# ---- memc_arbiter ----
## config.mk

```make
export PLATFORM = sky130hd
export DESIGN_NAME = memc_arbiter
export DESIGN_NICKNAME = d
export VERILOG_FILES = /design/src/rtl/memc_arbiter_pkg.sv /design/src/rtl/memc_arb_sel.sv /design/src/rtl/memc_arbiter.sv
export SDC_FILE = /design/constraint.sdc
export NUM_CORES = 1
export LEC_CHECK = 0
export CORE_MARGIN = 2
export CORE_UTILIZATION = 42
export DETAILED_ROUTE_END_ITERATION = 10
export PLACE_DENSITY = 0.86
export SLEW_MARGIN = 20
export SYNTH_ARGS = -nofsm -noshare
export SYNTH_HDL_FRONTEND = slang
export SYNTH_SLANG_ARGS = --single-unit
```

## constraint.sdc

```tcl
create_clock -name clk -period 2.6 [get_ports clk]
set_input_delay 0.39 -clock clk [delete_from_list [all_inputs] [get_ports clk]]
set_output_delay 0.39 -clock clk [all_outputs]
set_load 0.005 [all_outputs]
```

## src/rtl/memc_arbiter_pkg.sv

```systemverilog
// memc_arbiter_pkg: shared types and defaults for the SRAM memory controller.
//   memc_state_t : controller FSM states (IDLE/ACCESS/DONE)
//   memc_grant_t : arbitration grant (CPU port 0, display port 1)
//   MEMC_DATAWIDTH / MEMC_ADDRWIDTH : default bus widths
//   MEMC_CNT_W   : wait-state counter width (WAIT_STATES legal 0..7)
package memc_arbiter_pkg;

  typedef enum logic [1:0] {
    ST_IDLE   = 2'd0,
    ST_ACCESS = 2'd1,
    ST_DONE   = 2'd2
  } memc_state_t;

  typedef enum logic {
    GNT_CPU  = 1'b0,
    GNT_DISP = 1'b1
  } memc_grant_t;

  localparam int unsigned MEMC_DATAWIDTH = 16;
  localparam int unsigned MEMC_ADDRWIDTH = 16;
  localparam int unsigned MEMC_CNT_W     = 3;

endpackage

```

## src/rtl/memc_arb_sel.sv

```systemverilog
// memc_arb_sel: grant select between CPU and display requesters.
// Build option: MEMC_ROUND_ROBIN_EN
//   defined   : on a tie the port not granted last wins (last_grant resets to
//               CPU, so the display wins the first tie)
//   undefined : fixed display priority
// Ports:
//   clk, rst  : clock, asynchronous active-high reset
//   cpu_req   : decoded CPU request
//   disp_req  : display request
//   load      : a grant is being taken this cycle (updates last_grant)
//   grant     : selected port, combinational
module memc_arb_sel
  import memc_arbiter_pkg::*;
(
  input  logic        clk,
  input  logic        rst,
  input  logic        cpu_req,
  input  logic        disp_req,
  input  logic        load,
  output memc_grant_t grant
);

`ifdef MEMC_ROUND_ROBIN_EN
  memc_grant_t last_grant;

  always_comb begin
    grant = GNT_CPU;
    if (cpu_req && disp_req) begin
      grant = (last_grant == GNT_CPU) ? GNT_DISP : GNT_CPU;
    end else if (disp_req) begin
      grant = GNT_DISP;
    end
  end

  always_ff @(posedge clk or posedge rst) begin
    if (rst) begin
      last_grant <= GNT_CPU;
    end else if (load) begin
      last_grant <= grant;
    end
  end
`else
  always_comb begin
    grant = disp_req ? GNT_DISP : GNT_CPU;
  end

  // Fixed priority needs neither history nor the CPU request.
  logic unused_ok;
  assign unused_ok = &{1'b0, clk, rst, cpu_req, load};
`endif

endmodule

```

## src/rtl/memc_arbiter.sv

```systemverilog
// memc_arbiter: arbitrates one asynchronous SRAM between the CPU (port 0) and
// the display/glyph fetch (port 1), generating SRAM pin timing with
// WAIT_STATES extra access cycles. Build option MEMC_ROUND_ROBIN_EN selects
// round-robin tie-breaking (see memc_arb_sel); default is display priority.
// Ports:
//   clk, rst                    : clock, asynchronous active-high reset
//   cpu_ce_n/oe_n/we_n          : CPU SRAM strobes (active low), write wins
//   cpu_addr, cpu_din, cpu_dout : CPU address, write data, read data
//   cpu_stall                   : CPU must hold its request
//   disp_req, disp_addr         : display read request/address (held to ack)
//   disp_dout, disp_ack         : display read data, one-cycle ack pulse
//   sram_*                      : registered SRAM pins; sram_dq_oe drives dq
module memc_arbiter
  import memc_arbiter_pkg::*;
#(
  parameter int unsigned DATAWIDTH   = MEMC_DATAWIDTH,
  parameter int unsigned ADDRWIDTH   = MEMC_ADDRWIDTH,
  parameter int unsigned WAIT_STATES = 2
) (
  input  logic                 clk,
  input  logic                 rst,
  input  logic                 cpu_ce_n,
  input  logic                 cpu_oe_n,
  input  logic                 cpu_we_n,
  input  logic [ADDRWIDTH-1:0] cpu_addr,
  input  logic [DATAWIDTH-1:0] cpu_din,
  output logic [DATAWIDTH-1:0] cpu_dout,
  output logic                 cpu_stall,
  input  logic                 disp_req,
  input  logic [ADDRWIDTH-1:0] disp_addr,
  output logic [DATAWIDTH-1:0] disp_dout,
  output logic                 disp_ack,
  output logic [ADDRWIDTH-1:0] sram_addr,
  input  logic [DATAWIDTH-1:0] sram_dq_in,
  output logic [DATAWIDTH-1:0] sram_dq_out,
  output logic                 sram_dq_oe,
  output logic                 sram_ce_n,
  output logic                 sram_oe_n,
  output logic                 sram_we_n
);

  localparam logic [MEMC_CNT_W-1:0] WS = MEMC_CNT_W'(WAIT_STATES);

  memc_state_t           state;
  memc_grant_t           grant_q;
  memc_grant_t           sel_grant;
  logic                  wr_q;
  logic [MEMC_CNT_W-1:0] cnt;
  logic [MEMC_CNT_W-1:0] cnt_nxt;
  logic                  cpu_req;
  logic                  cpu_ack;
  logic                  arb_load;

  assign cpu_req   = ~cpu_ce_n & (~cpu_oe_n | ~cpu_we_n);
  assign cpu_ack   = (state == ST_DONE) && (grant_q == GNT_CPU);
  assign cpu_stall = cpu_req & ~cpu_ack;
  assign arb_load  = (state == ST_IDLE) && (cpu_req || disp_req);
  assign cnt_nxt   = cnt + MEMC_CNT_W'(1);

  memc_arb_sel u_sel (
    .clk      (clk),
    .rst      (rst),
    .cpu_req  (cpu_req),
    .disp_req (disp_req),
    .load     (arb_load),
    .grant    (sel_grant)
  );

  // Pins are registered so that each ACCESS cycle shows the strobe level
  // computed for it on the preceding edge; reset forces them inactive at once.
  always_ff @(posedge clk or posedge rst) begin
    if (rst) begin
      state       <= ST_IDLE;
      grant_q     <= GNT_CPU;
      wr_q        <= 1'b0;
      cnt         <= '0;
      sram_addr   <= '0;
      sram_dq_out <= '0;
      sram_dq_oe  <= 1'b0;
      sram_ce_n   <= 1'b1;
      sram_oe_n   <= 1'b1;
      sram_we_n   <= 1'b1;
      cpu_dout    <= '0;
      disp_dout   <= '0;
      disp_ack    <= 1'b0;
    end else begin
      disp_ack <= 1'b0;
      unique case (state)
        ST_IDLE: begin
          if (arb_load) begin
            state     <= ST_ACCESS;
            cnt       <= '0;
            grant_q   <= sel_grant;
            sram_ce_n <= 1'b0;
            if (sel_grant == GNT_DISP) begin
              wr_q      <= 1'b0;
              sram_addr <= disp_addr;
              sram_oe_n <= 1'b0;
            end else begin
              wr_q        <= ~cpu_we_n;
              sram_addr   <= cpu_addr;
              sram_dq_out <= cpu_din;
              sram_dq_oe  <= ~cpu_we_n;
              sram_oe_n   <= ~cpu_we_n;
              // With no wait states the single ACCESS cycle is the hold cycle.
              sram_we_n   <= cpu_we_n | (WS == '0);
            end
          end
        end
        ST_ACCESS: begin
          cnt <= cnt_nxt;
          if (cnt == WS) begin
            state      <= ST_DONE;
            sram_ce_n  <= 1'b1;
            sram_oe_n  <= 1'b1;
            sram_we_n  <= 1'b1;
            sram_dq_oe <= 1'b0;
            disp_ack   <= (grant_q == GNT_DISP);
            if (!wr_q) begin
              if (grant_q == GNT_DISP) disp_dout <= sram_dq_in;
              else                     cpu_dout  <= sram_dq_in;
            end
          end else if (wr_q) begin
            // we_n rises for the last ACCESS cycle to hold data past the strobe.
            sram_we_n <= (cnt_nxt >= WS);
          end
        end
        ST_DONE: begin
          state <= ST_IDLE;
        end
        default: begin
          state <= ST_IDLE;
        end
      endcase
    end
  end

endmodule

```

# ---- rot_enc_ctrl_flat ----
<file path="src/rtl/rot_enc_pkg.sv">
// ---------------------------------------------------------------------------
// rot_enc_pkg
// Shared definitions for the rotary-encoder front-end:
//   - quadrature state codes, as seen on the debounced {A,B} pair
//   - accumulator width and the count that makes up one full detent
//   - a direction enum plus a helper that classifies a state transition
//   - a counter-width helper used to size the debounce and hold counters
// ---------------------------------------------------------------------------
package rot_enc_pkg;

  localparam logic [1:0] QS_00 = 2'b00;
  localparam logic [1:0] QS_01 = 2'b01;
  localparam logic [1:0] QS_11 = 2'b11;
  localparam logic [1:0] QS_10 = 2'b10;

  localparam int ACC_W      = 4;
  localparam int ACC_DETENT = 4;

  localparam logic signed [ACC_W-1:0] ACC_ONE = ACC_W'(1);
  localparam logic signed [ACC_W-1:0] ACC_POS = ACC_W'(ACC_DETENT);
  localparam logic signed [ACC_W-1:0] ACC_NEG = -ACC_POS;

  typedef enum logic [1:0] {
    DIR_NONE    = 2'd0,
    DIR_CW      = 2'd1,
    DIR_CCW     = 2'd2,
    DIR_ILLEGAL = 2'd3
  } dir_e;

  // Width needed for a counter that must be able to hold max_val.
  function automatic int cnt_w(input int max_val);
    if (max_val < 2) return 1;
    return $clog2(max_val + 1);
  endfunction

  // CW order is 00 -> 10 -> 11 -> 01 -> 00 (A leads B). Anything that is
  // neither a CW nor a CCW neighbour is a two-bit jump.
  function automatic dir_e quad_dir(input logic [1:0] prev, input logic [1:0] next);
    dir_e dir;
    dir = DIR_ILLEGAL;
    if (prev == next) begin
      dir = DIR_NONE;
    end else begin
      case (prev)
        QS_00: if (next == QS_10) dir = DIR_CW; else if (next == QS_01) dir = DIR_CCW;
        QS_10: if (next == QS_11) dir = DIR_CW; else if (next == QS_00) dir = DIR_CCW;
        QS_11: if (next == QS_01) dir = DIR_CW; else if (next == QS_10) dir = DIR_CCW;
        default: if (next == QS_00) dir = DIR_CW; else if (next == QS_11) dir = DIR_CCW;
      endcase
    end
    return dir;
  endfunction

endpackage

</file>
<file path="src/rtl/rot_enc_ctrl_if.sv">
// ---------------------------------------------------------------------------
// rot_enc_ctrl_if
// Pin-side and event-side signals of one rotary encoder.
//   i_enc_a / i_enc_b / i_enc_pb : raw asynchronous encoder pins
//   o_step_up / o_step_dn        : one-cycle detent pulses
//   o_value                      : saturating setting value (VAL_W bits)
//   o_pb_level                   : debounced button level
//   o_pb_press / o_pb_long       : one-cycle button event pulses
// Modports:
//   master : drives the encoder pins and consumes the events
//   slave  : the encoder controller itself
// ---------------------------------------------------------------------------
interface rot_enc_ctrl_if #(
  parameter int VAL_W = 8
);

  logic             i_enc_a;
  logic             i_enc_b;
  logic             i_enc_pb;
  logic             o_step_up;
  logic             o_step_dn;
  logic [VAL_W-1:0] o_value;
  logic             o_pb_level;
  logic             o_pb_press;
  logic             o_pb_long;

  modport master (
    output i_enc_a, i_enc_b, i_enc_pb,
    input  o_step_up, o_step_dn, o_value, o_pb_level, o_pb_press, o_pb_long
  );

  modport slave (
    input  i_enc_a, i_enc_b, i_enc_pb,
    output o_step_up, o_step_dn, o_value, o_pb_level, o_pb_press, o_pb_long
  );

endinterface

</file>
<file path="src/rtl/rot_enc_ctrl_debounce.sv">
// ---------------------------------------------------------------------------
// sw_debounce
// Two-flop synchroniser followed by a stability debouncer for one raw pin.
// The debounced level only follows the synchronised pin once the pin has
// disagreed with it for DEB_CNT consecutive cycles; any return to agreement
// restarts the count. Pin-to-level latency is 2 + DEB_CNT cycles.
// Ports:
//   i_clk    system clock
//   i_rst_n  asynchronous active-low reset
//   i_pin    raw asynchronous pin
//   o_level  debounced level (0 after reset)
// ---------------------------------------------------------------------------
module sw_debounce
  import rot_enc_pkg::*;
#(
  parameter int DEB_CNT = 1000
) (
  input  logic i_clk,
  input  logic i_rst_n,
  input  logic i_pin,
  output logic o_level
);

  localparam int         CNT_W   = cnt_w(DEB_CNT);
  localparam logic [CNT_W-1:0] CNT_LAST = CNT_W'(DEB_CNT - 1);

  logic             meta_q, meta_d;
  logic             sync_q, sync_d;
  logic             stable_q, stable_d;
  logic [CNT_W-1:0] cnt_q, cnt_d;

  always_comb begin
    meta_d   = i_pin;
    sync_d   = meta_q;
    stable_d = stable_q;
    cnt_d    = '0;
    if (sync_q != stable_q) begin
      if (cnt_q == CNT_LAST) begin
        stable_d = sync_q;
      end else begin
        cnt_d = cnt_q + 1'b1;
      end
    end
  end

  always_ff @(posedge i_clk or negedge i_rst_n) begin
    if (!i_rst_n) begin
      meta_q   <= 1'b0;
      sync_q   <= 1'b0;
      stable_q <= 1'b0;
      cnt_q    <= '0;
    end else begin
      meta_q   <= meta_d;
      sync_q   <= sync_d;
      stable_q <= stable_d;
      cnt_q    <= cnt_d;
    end
  end

  assign o_level = stable_q;

endmodule

</file>
<file path="src/rtl/rot_enc_ctrl.sv">
// ---------------------------------------------------------------------------
// rot_enc_ctrl
// Front-end for one rotary encoder of the stimulator. Debounces the
// A/B/pushbutton pins, decodes full quadrature detents into up/down steps,
// keeps a saturating setting value and generates button events.
// Ports:
//   i_clk    system clock
//   i_rst_n  asynchronous active-low reset
//   bus      rot_enc_ctrl_if.slave: raw pins in, step/value/button events out
// Configuration:
//   ROT_ENC_LONG_PRESS_EN  when defined, a hold counter detects long presses
//     (o_pb_long pulse, value reloaded to VAL_INIT) and short presses are
//     reported on release; when undefined, o_pb_press fires on the debounced
//     press edge and o_pb_long is tied low.
// ---------------------------------------------------------------------------
module rot_enc_ctrl
  import rot_enc_pkg::*;
#(
  parameter int DEB_CNT  = 1000,
  parameter int VAL_W    = 8,
  parameter int VAL_MIN  = 0,
  parameter int VAL_MAX  = 255,
  parameter int VAL_INIT = 0,
  parameter int STEP     = 1,
  parameter int LONG_CNT = 2000000
) (
  input  logic           i_clk,
  input  logic           i_rst_n,
  rot_enc_ctrl_if.slave  bus
);

  // Value arithmetic runs one bit wider so overflow/underflow is visible.
  localparam logic [VAL_W:0]   STEP_X = (VAL_W + 1)'(STEP);
  localparam logic [VAL_W:0]   MAX_X  = (VAL_W + 1)'(VAL_MAX);
  localparam logic [VAL_W:0]   MIN_X  = (VAL_W + 1)'(VAL_MIN);
  localparam logic [VAL_W-1:0] MAX_V  = VAL_W'(VAL_MAX);
  localparam logic [VAL_W-1:0] MIN_V  = VAL_W'(VAL_MIN);
  localparam logic [VAL_W-1:0] INIT_V = VAL_W'(VAL_INIT);

  logic a_deb, b_deb, pb_deb;

  logic [1:0]              qs_q, qs_d, qs_in;
  logic signed [ACC_W-1:0] acc_q, acc_d, acc_next;
  dir_e                    dir;
  logic                    step_up_q, step_up_d;
  logic                    step_dn_q, step_dn_d;

  logic [VAL_W-1:0] value_q, value_d;
  logic [VAL_W:0]   val_x, up_sum, dn_diff;

  logic pb_prev_q, pb_prev_d;
  logic press_q, press_d;

`ifdef ROT_ENC_LONG_PRESS_EN
  localparam int              HOLD_W = cnt_w(LONG_CNT);
  localparam logic [HOLD_W-1:0] LONG_V = HOLD_W'(LONG_CNT);

  logic [HOLD_W-1:0] hold_q, hold_d;
  logic              long_q, long_d;
`endif

  sw_debounce #(.DEB_CNT(DEB_CNT)) u_deb_a (
    .i_clk   (i_clk),
    .i_rst_n (i_rst_n),
    .i_pin   (bus.i_enc_a),
    .o_level (a_deb)
  );

  sw_debounce #(.DEB_CNT(DEB_CNT)) u_deb_b (
    .i_clk   (i_clk),
    .i_rst_n (i_rst_n),
    .i_pin   (bus.i_enc_b),
    .o_level (b_deb)
  );

  sw_debounce #(.DEB_CNT(DEB_CNT)) u_deb_pb (
    .i_clk   (i_clk),
    .i_rst_n (i_rst_n),
    .i_pin   (bus.i_enc_pb),
    .o_level (pb_deb)
  );

  // Quadrature decode: the accumulator counts legal quarter-steps since the
  // last detent. A detent only counts when the encoder arrives back at 00 having
  // taken exactly four quarter-steps in one direction; bounce-backs and
  // partial turns leave it short of +/-4 and are dropped on arrival.
  always_comb begin
    qs_in     = {a_deb, b_deb};
    qs_d      = qs_in;
    dir       = quad_dir(qs_q, qs_in);
    step_up_d = 1'b0;
    step_dn_d = 1'b0;
    case (dir)
      DIR_CW:      acc_next = acc_q + ACC_ONE;
      DIR_CCW:     acc_next = acc_q - ACC_ONE;
      DIR_ILLEGAL: acc_next = '0;
      default:     acc_next = acc_q;
    endcase
    acc_d = acc_next;
    if ((dir != DIR_NONE) && (qs_in == QS_00)) begin
      if (acc_next == ACC_POS) begin
        step_up_d = 1'b1;
      end else if (acc_next == ACC_NEG) begin
        step_dn_d = 1'b1;
      end
      acc_d = '0;
    end
  end

  // Button events. With long-press support the hold counter decides on
  // release whether the press was short; a press that already reached the
  // long threshold stays silent on release.
  always_comb begin
    pb_prev_d = pb_deb;
`ifdef ROT_ENC_LONG_PRESS_EN
    hold_d = '0;
    if (pb_deb) begin
      hold_d = (hold_q == LONG_V) ? hold_q : hold_q + 1'b1;
    end
    long_d  = (hold_d == LONG_V) && (hold_q != LONG_V);
    press_d = !pb_deb && pb_prev_q && (hold_q < LONG_V);
`else
    press_d = pb_deb && !pb_prev_q;
`endif
  end

  // Saturating setting value, updated in the same cycle the step pulse is
  // registered. A long press reload takes priority over a coincident step.
  always_comb begin
    val_x   = {1'b0, value_q};
    up_sum  = val_x + STEP_X;
    dn_diff = val_x - STEP_X;
    value_d = value_q;
    if (step_up_d) begin
      value_d = (up_sum > MAX_X) ? MAX_V : up_sum[VAL_W-1:0];
    end else if (step_dn_d) begin
      value_d = ((val_x < STEP_X) || (dn_diff < MIN_X)) ? MIN_V : dn_diff[VAL_W-1:0];
    end
`ifdef ROT_ENC_LONG_PRESS_EN
    if (long_d) begin
      value_d = INIT_V;
    end
`endif
  end

  always_ff @(posedge i_clk or negedge i_rst_n) begin
    if (!i_rst_n) begin
      qs_q      <= QS_00;
      acc_q     <= '0;
      step_up_q <= 1'b0;
      step_dn_q <= 1'b0;
      value_q   <= INIT_V;
      pb_prev_q <= 1'b0;
      press_q   <= 1'b0;
`ifdef ROT_ENC_LONG_PRESS_EN
      hold_q    <= '0;
      long_q    <= 1'b0;
`endif
    end else begin
      qs_q      <= qs_d;
      acc_q     <= acc_d;
      step_up_q <= step_up_d;
      step_dn_q <= step_dn_d;
      value_q   <= value_d;
      pb_prev_q <= pb_prev_d;
      press_q   <= press_d;
`ifdef ROT_ENC_LONG_PRESS_EN
      hold_q    <= hold_d;
      long_q    <= long_d;
`endif
    end
  end

  assign bus.o_step_up  = step_up_q;
  assign bus.o_step_dn  = step_dn_q;
  assign bus.o_value    = value_q;
  assign bus.o_pb_level = pb_deb;
  assign bus.o_pb_press = press_q;
`ifdef ROT_ENC_LONG_PRESS_EN
  assign bus.o_pb_long  = long_q;
`else
  assign bus.o_pb_long  = 1'b0;
`endif

endmodule

</file>
<file path="src/flat_wrapper.sv">
// flat-port wrapper written by rule: the top's interface ports become plain ports
module rot_enc_ctrl_flat import rot_enc_pkg::*;
#(
  parameter int DEB_CNT  = 1000,
  parameter int VAL_W    = 8,
  parameter int VAL_MIN  = 0,
  parameter int VAL_MAX  = 255,
  parameter int VAL_INIT = 0,
  parameter int STEP     = 1,
  parameter int LONG_CNT = 2000000
)
  (i_clk, i_rst_n, bus_i_enc_a, bus_i_enc_b, bus_i_enc_pb, bus_o_step_up, bus_o_step_dn, bus_o_value, bus_o_pb_level, bus_o_pb_press, bus_o_pb_long);
  rot_enc_ctrl_if #(.VAL_W(VAL_W)) bus_i ();
  input  logic i_clk;
  input  logic i_rst_n;
  input wire logic [$bits(bus_i.i_enc_a)-1:0] bus_i_enc_a;
  input wire logic [$bits(bus_i.i_enc_b)-1:0] bus_i_enc_b;
  input wire logic [$bits(bus_i.i_enc_pb)-1:0] bus_i_enc_pb;
  output wire logic [$bits(bus_i.o_step_up)-1:0] bus_o_step_up;
  output wire logic [$bits(bus_i.o_step_dn)-1:0] bus_o_step_dn;
  output wire logic [$bits(bus_i.o_value)-1:0] bus_o_value;
  output wire logic [$bits(bus_i.o_pb_level)-1:0] bus_o_pb_level;
  output wire logic [$bits(bus_i.o_pb_press)-1:0] bus_o_pb_press;
  output wire logic [$bits(bus_i.o_pb_long)-1:0] bus_o_pb_long;
  assign bus_i.i_enc_a = bus_i_enc_a;
  assign bus_i.i_enc_b = bus_i_enc_b;
  assign bus_i.i_enc_pb = bus_i_enc_pb;
  assign bus_o_step_up = bus_i.o_step_up;
  assign bus_o_step_dn = bus_i.o_step_dn;
  assign bus_o_value = bus_i.o_value;
  assign bus_o_pb_level = bus_i.o_pb_level;
  assign bus_o_pb_press = bus_i.o_pb_press;
  assign bus_o_pb_long = bus_i.o_pb_long;
  rot_enc_ctrl #(.DEB_CNT(DEB_CNT), .VAL_W(VAL_W), .VAL_MIN(VAL_MIN), .VAL_MAX(VAL_MAX), .VAL_INIT(VAL_INIT), .STEP(STEP), .LONG_CNT(LONG_CNT)) u_core (.i_clk(i_clk), .i_rst_n(i_rst_n), .bus(bus_i));
endmodule
</file>
<file path="config.mk">
export PLATFORM = sky130hd
export DESIGN_NAME = rot_enc_ctrl_flat
export DESIGN_NICKNAME = d
export VERILOG_FILES = /design/src/rtl/rot_enc_pkg.sv /design/src/rtl/rot_enc_ctrl_if.sv /design/src/rtl/rot_enc_ctrl_debounce.sv /design/src/rtl/rot_enc_ctrl.sv /design/src/flat_wrapper.sv
export SDC_FILE = /design/constraint.sdc
export NUM_CORES = 1
export LEC_CHECK = 0
export CAP_MARGIN = 20
export CORE_ASPECT_RATIO = 0.5
export CORE_MARGIN = 1.5
export CORE_UTILIZATION = 40
export DETAILED_ROUTE_END_ITERATION = 16
export PLACE_DENSITY_LB_ADDON = 0.15
export SKIP_CTS_REPAIR_TIMING = 1
export SYNTH_ARGS = -nofsm -noshare
export SYNTH_HDL_FRONTEND = slang
export SYNTH_SLANG_ARGS = --single-unit
</file>
<file path="constraint.sdc">
create_clock -name i_clk -period 2.84 [get_ports i_clk]
set_input_delay 0.284 -clock i_clk [delete_from_list [all_inputs] [get_ports i_clk]]
set_output_delay 0.284 -clock i_clk [all_outputs]
set_load 0.03 [all_outputs]
</file>
# ---- clip_controller ----
### src/rtl/clip_controller.sv
// Two-clip record/play sequencer: button pulses drive an IDLE/RECORD/PLAY FSM that issues
// sample-rate memory strobes at {clip, offset}. Define CLIP_LOOP_EN for looping playback.
module clip_controller #(
  parameter int ADDR_W = 14
) (
  input  logic              clock,
  input  logic              reset,
  input  logic              rec_btn,
  input  logic              play_btn,
  input  logic              stop_btn,
  input  logic              clip_sel,
  input  logic              sample_tick,
  output logic [ADDR_W:0]   mem_addr,
  output logic              mem_we,
  output logic              mem_re,
  output logic              busy,
  output logic              done,
  output logic              clipNum,
  output logic              recordOrPlay,
  output logic              led_en
);

  typedef enum logic [1:0] {IDLE, RECORD, PLAY} state_t;

  localparam logic [ADDR_W:0] ONE = 1;

  state_t                 state, state_nxt;
  logic                   clip, clip_nxt;
  logic [ADDR_W-1:0]      offset, offset_nxt;
  logic [1:0][ADDR_W:0]   len, len_nxt;
  logic [ADDR_W:0]        addr_nxt;
  logic                   we_nxt, re_nxt, done_nxt, mode_nxt;
  logic [ADDR_W:0]        count_next;

  // Samples handled so far, counting the one strobed by the current tick.
  assign count_next = {1'b0, offset} + ONE;

  always_ff @(posedge clock or negedge reset) begin
    if (!reset) begin
      state        <= IDLE;
      clip         <= 1'b0;
      offset       <= '0;
      len          <= '0;
      mem_addr     <= '0;
      mem_we       <= 1'b0;
      mem_re       <= 1'b0;
      done         <= 1'b0;
      recordOrPlay <= 1'b0;
    end else begin
      state        <= state_nxt;
      clip         <= clip_nxt;
      offset       <= offset_nxt;
      len          <= len_nxt;
      mem_addr     <= addr_nxt;
      mem_we       <= we_nxt;
      mem_re       <= re_nxt;
      done         <= done_nxt;
      recordOrPlay <= mode_nxt;
    end
  end

  always_comb begin
    state_nxt  = state;
    clip_nxt   = clip;
    offset_nxt = offset;
    len_nxt    = len;
    addr_nxt   = mem_addr;
    we_nxt     = 1'b0;
    re_nxt     = 1'b0;
    done_nxt   = 1'b0;
    mode_nxt   = recordOrPlay;

    case (state)
      IDLE: begin
        if (rec_btn) begin
          clip_nxt   = clip_sel;
          offset_nxt = '0;
          mode_nxt   = 1'b0;
          state_nxt  = RECORD;
        end else if (play_btn && (len[clip_sel] != '0)) begin
          clip_nxt   = clip_sel;
          offset_nxt = '0;
          mode_nxt   = 1'b1;
          state_nxt  = PLAY;
        end
      end

      RECORD: begin
        if (sample_tick) begin
          addr_nxt   = {clip, offset};
          we_nxt     = 1'b1;
          offset_nxt = count_next[ADDR_W-1:0];
        end
        // A tick at the last offset fills the clip; a coincident tick still counts.
        if (stop_btn || (sample_tick && (offset == '1))) begin
          len_nxt[clip] = sample_tick ? count_next : {1'b0, offset};
          done_nxt      = 1'b1;
          state_nxt     = IDLE;
        end
      end

      PLAY: begin
        if (sample_tick) begin
          addr_nxt   = {clip, offset};
          re_nxt     = 1'b1;
          offset_nxt = count_next[ADDR_W-1:0];
          if (count_next == len[clip]) begin
`ifdef CLIP_LOOP_EN
            offset_nxt = '0;
`else
            done_nxt   = 1'b1;
            state_nxt  = IDLE;
`endif
          end
        end
        if (stop_btn) begin
          done_nxt  = 1'b1;
          state_nxt = IDLE;
        end
      end

      default: state_nxt = IDLE;
    endcase
  end

  assign busy    = (state != IDLE);
  assign led_en  = busy;
  assign clipNum = clip;

endmodule
### config.mk
export PLATFORM = sky130hd
export DESIGN_NAME = clip_controller
export DESIGN_NICKNAME = d
export VERILOG_FILES = /design/src/rtl/clip_controller.sv
export SDC_FILE = /design/constraint.sdc
export NUM_CORES = 1
export LEC_CHECK = 0
export CAP_MARGIN = 20
export CORE_MARGIN = 8
export CORE_UTILIZATION = 58
export CTS_CLUSTER_DIAMETER = 200
export DETAILED_ROUTE_END_ITERATION = 12
export GPL_TIMING_DRIVEN = 0
export PLACE_DENSITY = 0.78
export SETUP_SLACK_MARGIN = 0.3
export SLEW_MARGIN = 5
export SYNTH_ARGS = -nofsm -noshare
export SYNTH_HDL_FRONTEND = slang
export SYNTH_SLANG_ARGS = --single-unit
### constraint.sdc
create_clock -name clock -period 2.85 [get_ports clock]
set_input_delay 0.7125 -clock clock [delete_from_list [all_inputs] [get_ports clock]]
set_output_delay 0.7125 -clock clock [all_outputs]
set_load 0.02 [all_outputs]
# ---- led_blink_controller ----
### config.mk
export PLATFORM = sky130hd
export DESIGN_NAME = led_blink_controller
export DESIGN_NICKNAME = d
export VERILOG_FILES = /design/src/rtl/led_blink_pkg.sv /design/src/rtl/led_blink_controller_tick_counter.sv /design/src/rtl/led_blink_controller.sv
export SDC_FILE = /design/constraint.sdc
export NUM_CORES = 1
export LEC_CHECK = 0
export CORE_UTILIZATION = 51
export DETAILED_ROUTE_END_ITERATION = 8
export PLACE_DENSITY_LB_ADDON = 0.05
export SLEW_MARGIN = 40
export SYNTH_ARGS = -nofsm -noshare
export SYNTH_HDL_FRONTEND = slang
export SYNTH_HIERARCHICAL = 1
export SYNTH_SLANG_ARGS = --single-unit
### constraint.sdc
create_clock -name clk_in -period 3.7 [get_ports clk_in]
set_clock_uncertainty 0.2 [all_clocks]
set_input_delay 0.74 -clock clk_in [delete_from_list [all_inputs] [get_ports clk_in]]
set_output_delay 0.74 -clock clk_in [all_outputs]
set_load 0.005 [all_outputs]
### src/rtl/led_blink_pkg.sv
`default_nettype none
// ============================================================================
// Module      : led_blink_pkg
// Description : Shared types and constants for the LED blink controller.
// Revision    : 1.0 - initial release
// ============================================================================
package led_blink_pkg;

  typedef enum logic [1:0] {
    MODE_OFF   = 2'd0,
    MODE_ON    = 2'd1,
    MODE_BLINK = 2'd2,
    MODE_BURST = 2'd3
  } mode_e;

  // State encodings match mode_e so an accepted mode maps straight onto a state.
  typedef enum logic [1:0] {
    S_OFF   = 2'd0,
    S_ON    = 2'd1,
    S_BLINK = 2'd2,
    S_BURST = 2'd3
  } state_e;

  localparam int unsigned C_DEFAULT_HALF_PERIOD = 25_000_000;

endpackage : led_blink_pkg
`default_nettype wire

### src/rtl/led_blink_controller_tick_counter.sv
`default_nettype none
// ============================================================================
// Module      : tick_counter
// Description : Programmable terminal-count counter producing a one-cycle
//               combinational terminal-count strobe while enabled.
// Revision    : 1.0 - initial release
// ============================================================================
module tick_counter
  import led_blink_pkg::*;
#(
  parameter int CNT_WIDTH = 26
) (
  input  logic                 clk_in,
  input  logic                 rst,
  input  logic                 clear,
  input  logic                 enable,
  input  logic [CNT_WIDTH-1:0] terminal,
  output logic                 tc_pulse
);

  logic [CNT_WIDTH-1:0] count_q;
  logic [CNT_WIDTH-1:0] count_d;

  always_comb begin
    count_d  = count_q;
    tc_pulse = enable && (count_q == terminal);
    if (clear) begin
      count_d = '0;
    end else if (enable) begin
      count_d = tc_pulse ? '0 : count_q + CNT_WIDTH'(1);
    end
  end

  always_ff @(posedge clk_in) begin
    if (!rst) begin
      count_q <= '0;
    end else begin
      count_q <= count_d;
    end
  end

endmodule : tick_counter
`default_nettype wire

### src/rtl/led_blink_controller.sv
`default_nettype none
// ============================================================================
// Module      : led_blink_controller
// Description : Mode/rate configurable LED blinker (OFF/ON/BLINK/BURST) with
//               a valid/ready configuration port and clock-enable tick.
// Revision    : 1.0 - initial release
// ============================================================================
module led_blink_controller
  import led_blink_pkg::*;
#(
  parameter int          CNT_WIDTH           = 26,
  parameter int unsigned DEFAULT_HALF_PERIOD = C_DEFAULT_HALF_PERIOD,
  parameter int          BURST_WIDTH         = 4
) (
  input  logic                   clk_in,
  input  logic                   rst,
  input  logic                   cfg_valid,
  output logic                   cfg_ready,
  input  logic [1:0]             cfg_mode,
  input  logic [CNT_WIDTH-1:0]   cfg_half_period,
  input  logic [BURST_WIDTH-1:0] cfg_burst_cnt,
  output logic                   led_out,
  output logic                   tick,
  output logic                   busy,
  output logic                   done
);

  state_e                 state_q, state_d;
  logic                   led_q, led_d;
  logic                   tick_q, tick_d;
  logic                   done_q, done_d;
  logic [CNT_WIDTH-1:0]   half_period_q, half_period_d;
  logic [BURST_WIDTH-1:0] burst_rem_q, burst_rem_d;

  logic                   accept;
  logic                   counting;
  logic                   cnt_clear;
  logic                   cnt_enable;
  logic                   tc;
  logic [CNT_WIDTH-1:0]   terminal;

  assign cfg_ready  = (state_q != S_BURST);
  assign busy       = (state_q == S_BURST);
  assign accept     = cfg_valid && cfg_ready;
  assign counting   = (state_q == S_BLINK) || (state_q == S_BURST);
  // A new configuration restarts the phase instead of letting a coincident
  // terminal count toggle the LED.
  assign cnt_clear  = accept || !counting;
  assign cnt_enable = counting && !accept;
  assign terminal   = half_period_q - CNT_WIDTH'(1);

  tick_counter #(
    .CNT_WIDTH (CNT_WIDTH)
  ) u_tick_counter (
    .clk_in   (clk_in),
    .rst      (rst),
    .clear    (cnt_clear),
    .enable   (cnt_enable),
    .terminal (terminal),
    .tc_pulse (tc)
  );

  always_comb begin
    state_d       = state_q;
    led_d         = led_q;
    tick_d        = 1'b0;
    done_d        = 1'b0;
    half_period_d = half_period_q;
    burst_rem_d   = burst_rem_q;

    if (accept) begin
      half_period_d = (cfg_half_period == '0) ? CNT_WIDTH'(1) : cfg_half_period;
      state_d       = state_e'(cfg_mode);
      led_d         = (cfg_mode != MODE_OFF);
      burst_rem_d   = cfg_burst_cnt;
      if ((cfg_mode == MODE_BURST) && (cfg_burst_cnt == '0)) begin
        state_d = S_OFF;
        led_d   = 1'b0;
        done_d  = 1'b1;
      end
    end else if (tc) begin
      led_d  = ~led_q;
      tick_d = 1'b1;
      // A burst is counted on each falling LED transition.
      if ((state_q == S_BURST) && led_q) begin
        burst_rem_d = burst_rem_q - BURST_WIDTH'(1);
        if (burst_rem_q == BURST_WIDTH'(1)) begin
          state_d = S_OFF;
          done_d  = 1'b1;
        end
      end
    end
  end

  always_ff @(posedge clk_in) begin
    if (!rst) begin
      state_q       <= S_OFF;
      led_q         <= 1'b0;
      tick_q        <= 1'b0;
      done_q        <= 1'b0;
      half_period_q <= CNT_WIDTH'(DEFAULT_HALF_PERIOD);
      burst_rem_q   <= '0;
    end else begin
      state_q       <= state_d;
      led_q         <= led_d;
      tick_q        <= tick_d;
      done_q        <= done_d;
      half_period_q <= half_period_d;
      burst_rem_q   <= burst_rem_d;
    end
  end

  assign led_out = led_q;
  assign tick    = tick_q;
  assign done    = done_q;

endmodule : led_blink_controller
`default_nettype wire

Figure 1. Routed metal, one colour a layer (led_blink_controller).
(6 px per µm)
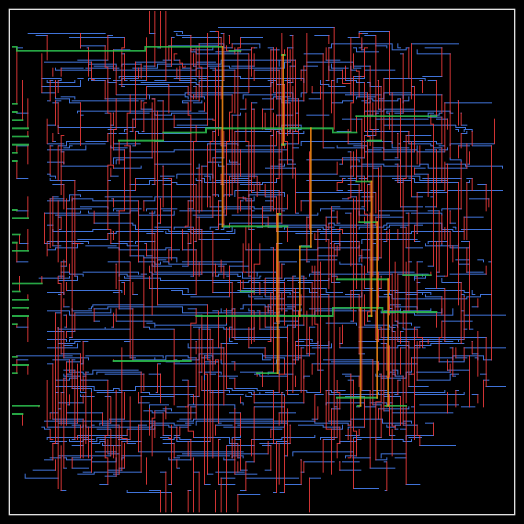
layer	colour	wire length
met3	green	241 µm
met4	orange	192 µm
met1	blue	3890 µm
met2	red	3900 µm
routed len/inst: 14.80 µm
routed wire length: 8.230 mm
vias: 3012
Global Route Usage Sum: 23.93%

==> results.yml, led_blink_controller <==
# generated from flow reports
outcome:
  status: "complete, no violations"
detailed_routing:
  drc: 0
  firstDrtPassIters: 4
  drt_iter0_drc: 83
  met2_length_mm: 3.904
synth:
  synth.distinct_cells: 44
  area_leaders: "dfxtp_1, xor2_1, nand2_1, xnor2_1, nor2_1"
  synth_chip_area_mm2: 0.003428
  aoi_share_pct: 7.847
  synth_seq_share_pct: 35.62
  syn_nets: 451
  edf_count: 0
timing:
  fin_setup_tns_ns: 0
  setup_viol: 0
  clock.fmax_ghz: 0.2794
  max_slew_margin_pct: 53.76
  period_minus_slack_ns: 3.579
cts:
  clkTransAtPathRegs_ns: 0.07
  cts_max_path_buffers: 2
  worstSkewPairLatency_ns: 0.34
  hold_buffers: 0
  ctsResizeCount: 1
placement:
  dpl.hpwl_mm: 6.007
setup_path:
  worstReg2RegEnd: "state_q[0]$_SDFFE_PN0P_"
  crit_path_end_kind: "flop"
  start_kind: "flop"
  crit_arrival_ns: 3.61
  crit_path_frequent_cell: "nand4_1"
  path_cells: "inv_2, ha_2, nor4b_4, nand3_4, nor3_2, xor2_1, xnor2_1, nand4_1, or4_4, nor2_4, nand4_1, or4b_4, nand3_1, a21boi_0"
pwr:
  pg_seq_uw: 709
  pwr-share-comb_pct: 13.6
hold_path:
  hold_depth: 2
  hold-path-endpoint: "half_period_q[1]$_SDFFE_PN0N_"
  hold_class: "reg2reg"
finish:
  antennaDiodeCount: 0
  layout.nets: 513
  nFillCells: 560
  flops: 61
  signal_buffers: 66
  lay_top_count: "nand2_1"
floorplanning:
  dieArea_mm2: 0.007054
  chipWidth_um: 83.99
  initial_core_util_pct: 53.38
global_routing:
  grt_pass1_vias: 2838
flow_run:
  warnings: 27
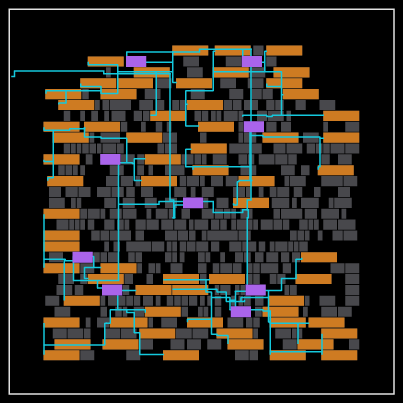
Figure 2: clip_controller, clock wires, drivers and flops.
(4 px per µm)
[cells driving clock nets] purple | count: 9
[flip-flops] orange | count: 66
[clock wires] cyan | length: 894 µm
flops lie	widely spread
routed clock nets	10
skew final: 0.01039 ns
Clock Power: 685 µW
worst skew pair latency: 0.35 ns
Clock Power Share: 19.0%

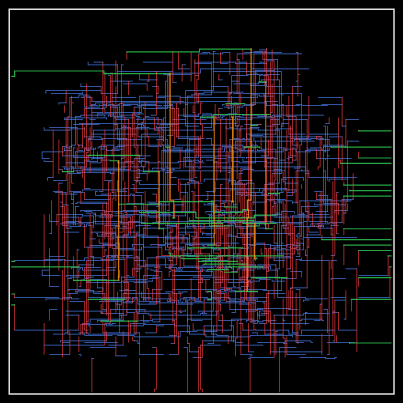
Figure 3: clip_controller, routed metal, one colour a layer.
(4 px per µm)
layer	colour	wire length
met3	green	573 µm
met1	blue	3900 µm
met4	orange	242 µm
met2	red	4280 µm

==> results.yml, clip_controller <==
# generated from flow reports
outcome:
  status: "complete, no violations"
synth:
  syn_area_mm2: 0.003696
  synth_chip_area_mm2: 0.003696
  yosys_warnings: 0
  ys_cells: 374
  simple_gate_area_share_pct: 17.13
  area_leaders: "dfrtp_1, mux2_2, xnor2_1, mux2i_1, nor2_1"
  top_cell_area_share_pct: 44.69
global_routing:
  antenna_found_initial: 0
  track_usage_pct: 20.71
  grt_max_degree: 67
  grt_pass1_vias: 2927
  use_met2_pct: 32.97
  top_usage_layer: "met2"
  grt_pass1_wl_mm: 14.46
finish:
  comb_share_pct: 44.52
  flops: 66
  drive_gt1_share_pct: 19.95
  area_growth_pct: 16.42
  largest_class: "multi-input combinational cells"
  lay_top_count: "dfrtp_1"
  largestRegisters: "len x30, mem_addr x15, offset x14"
  layout.nets: 427
detailed_routing:
  wl_met1_mm: 3.899
  drc: 0
  via_count: 2973
  top_layer: "met4"
  drt_iter0_drc: 187
flow_run:
  warnings: 29
  max_cap_violations: 0
setup_path:
  cp.required_ns: 3.09
  crit_cells: 9
  path_cells: "ha_1, buf_2, nand3_4, nor4_2, o32ai_1, or3_1, nor4_2, a2bb2oi_2, mux2_4"
  crit_arrival_ns: 2.73
  setup.worst_path.start: "offset[1]$_DFFE_PN0P_"
  cpMaxStageDelayCell: "dfrtp_2"
timing:
  slew_viol_final: 0
  period_minus_slack_ns: 2.490
  hold_viol_final: 0
cts:
  clock_sinks: 66
  h-tree-depth: 3
pwr:
  p_leak_nw: 1.904
  powerComb_mw: 1.63
placement:
  place_ws_ns: -0.4287
hold_path:
  hold_class: "in2async"
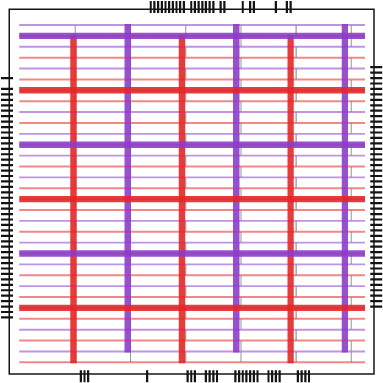
Figure 4: memc_arbiter, supply network.
(4 px per µm) Pins as bars on the die edge. Tap cells in grey.
net	colour
VDD	purple
VSS	red
rows	31
met5 straps	6
met1 rails	32

==> results.yml, memc_arbiter <==
# generated from flow reports
pwr:
  seq_power_share_pct: 38.6
  power_mw: 5.500
finish:
  signal_buffers: 148
  nNonClkInverters: 5
  clock_buffers: 9
  multi_input_comb_cells: 121
setup_path:
  crit_path_frequent_cell: "clkdlybuf4s50_1"
  critPathBufInv: 2
  start_kind: "primary input"
  path_cells: "clkdlybuf4s50_1, a21oi_1, o31a_1, clkdlybuf4s50_1"
outcome:
  status: "complete, no violations"
global_routing:
  use_met2_pct: 30.72
  top_usage_layer: "met2"
synth:
  synthArstFlopShare_pct: 100.0
  synth_seq_share_pct: 60.22
  simple_gate_area_share_pct: 5.457
timing:
  rsz0062_at_grt: "no"
floorplanning:
  dieArea_mm2: 0.008245
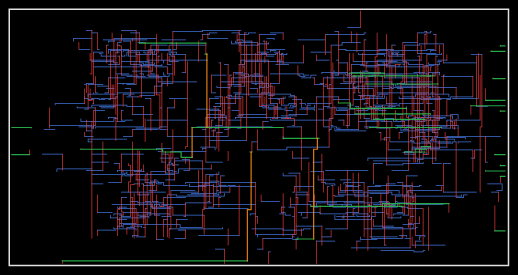
Figure 5: rot_enc_ctrl_flat, routed metal, one colour a layer.
(4 px per µm)
layer	colour	wire length
met1	blue	2760 µm
met3	green	337 µm
met2	red	2330 µm
met4	orange	80.0 µm

==> results.yml, rot_enc_ctrl_flat <==
# generated from flow reports
global_routing:
  grt_pass1_wl_mm: 9.798
  use_met3_pct: 6.797
  track_usage_pct: 15.89
  use_met1_pct: 20.25
  use_met2_pct: 23.76
synth:
  synth_seq_share_pct: 48.37
  xor_area_share_pct: 10.65
  synth_chip_area_mm2: 0.002949
  aoi_share_pct: 7.764
  ys_cells: 309
  syn_area_mm2: 0.002949
  mux_share_pct: 3.224
floorplanning:
  io_pins: 18
  placeableCoreArea_mm2: 0.006910
  rows: 21
  taps: 92
cts:
  cts_tree: "built"
  h-tree-depth: 3
  numCtsBuffers: 9
timing:
  fin_setup_tns_ns: 0
  clock.fmax_ghz: 0.3718
  finalClockPeriodUsage_pct: 94.72
  setup_viol: 0
  setup_ws_ns: 0.1501
  clock_skew_ns: 0.002254
pwr:
  peakVddDrop_mv: 0.3513
  powerComb_uw: 50.1
  power.share.clock_pct: 56.7
  power_mw: 2.047
  pwr-share-comb_pct: 2.5
  p_leak_nw: 1.582
setup_path:
  crit_cells: 13
  crit_arrival_ns: 2.94
  critPathCapture: "u_core.bus.o_value[3]$_DFFE_PN0P_"
  worstReg2RegEnd: "u_core.bus.o_value[3]$_DFFE_PN0P_"
  worst-r2r-cell-count: 13
  crit_path_end_kind: "flop"
  critical_path_peak_fanout: 8
  cpMaxStageDelayCell: "dfrtp_2"
hold_path:
  hold_class: "in2async"
finish:
  logic_area_mm2: 0.001436
  clock_buffers: 9
  stdcell_area_mm2: 0.003547
  sh_seq_area_pct: 40.25
  final_util_pct: 51.33
  signal_buffers: 24
  multi_input_comb_cells: 231
  fin_cells: 429
detailed_routing:
  wl_met3_um: 336
  vias_per_cell: 5.145
outcome:
  status: "complete, no violations"

==> gallery <==
Routing congestion.
(a)
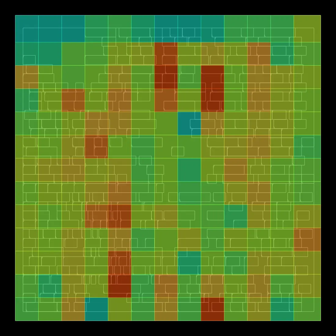
(b)
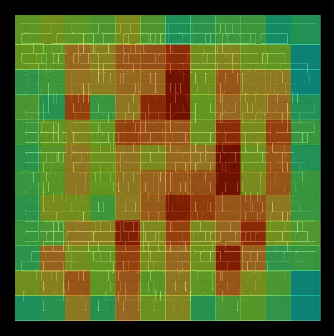
(c)
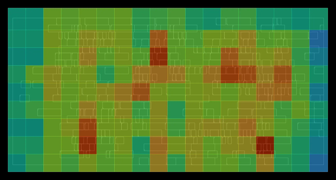
Of these, lowest utilization: (c)
Of these, lowest track usage: (c)
rot_enc_ctrl_flat -> (c)
led_blink_controller -> (b)
memc_arbiter -> (a)



## Gallery

Cells coloured by class.
image #1
(4 px per µm) Fill, decap, tap and diode cells in grey.
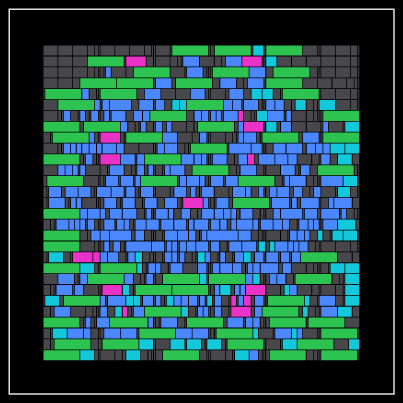
image #2
(4 px per µm) Fill, decap, tap and diode cells in grey.
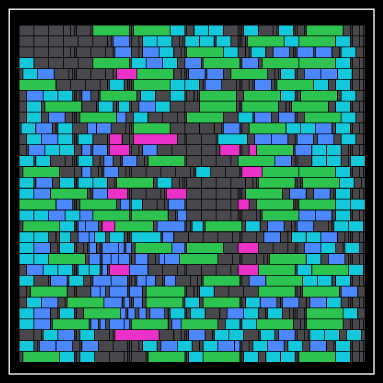
image #3
(6 px per µm) Fill, decap, tap and diode cells in grey.
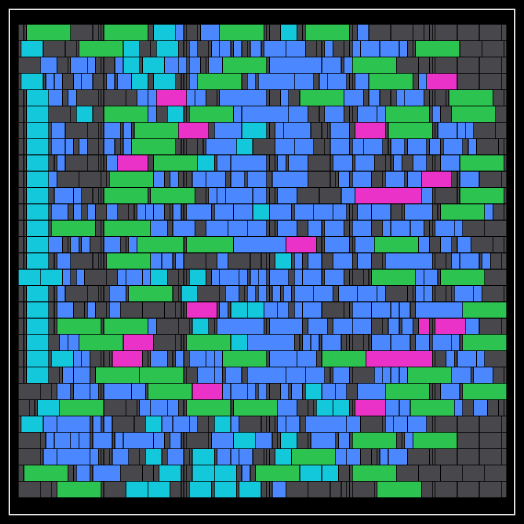
image #4
(4 px per µm) Fill, decap, tap and diode cells in grey.
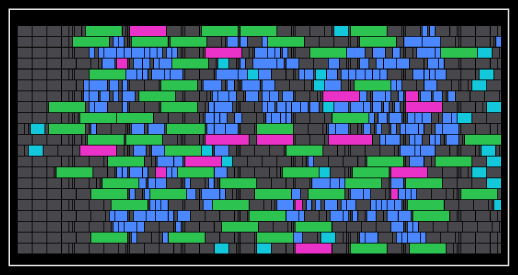
rot_enc_ctrl_flat -> image #4
memc_arbiter -> image #2
clip_controller -> image #1
led_blink_controller -> image #3
Of these, lowest utilization: image #4

Key to image #1:
class	colour	cells
all other logic	blue	279
clock drivers and dummy loads	magenta	16
other buffers and delay cells	cyan	60
flops	green	66


==> screenshots <==
Clock wires, drivers and flops.
(4 px per µm)
picture 1
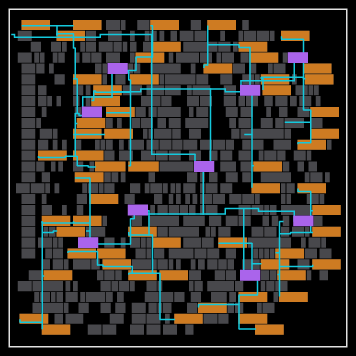
picture 2
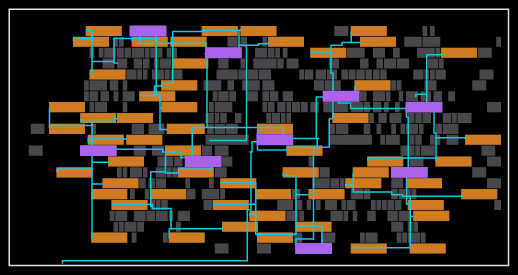
picture 3
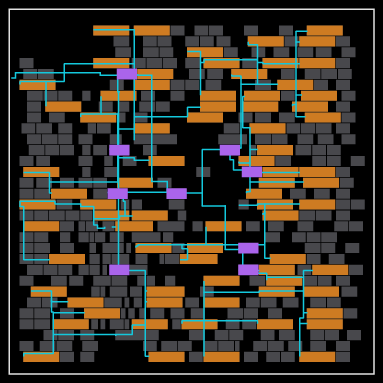
rot_enc_ctrl_flat -> picture 2
memc_arbiter -> picture 3
led_blink_controller -> picture 1
Of these, most sequential cells: picture 3

Key to picture 3:
[flip-flops] orange | count: 76
[clock wires] cyan | length: 893 µm
[cells driving clock nets] purple | count: 9
flops lie	widely spread

Power and IR drop assume default switching activity.
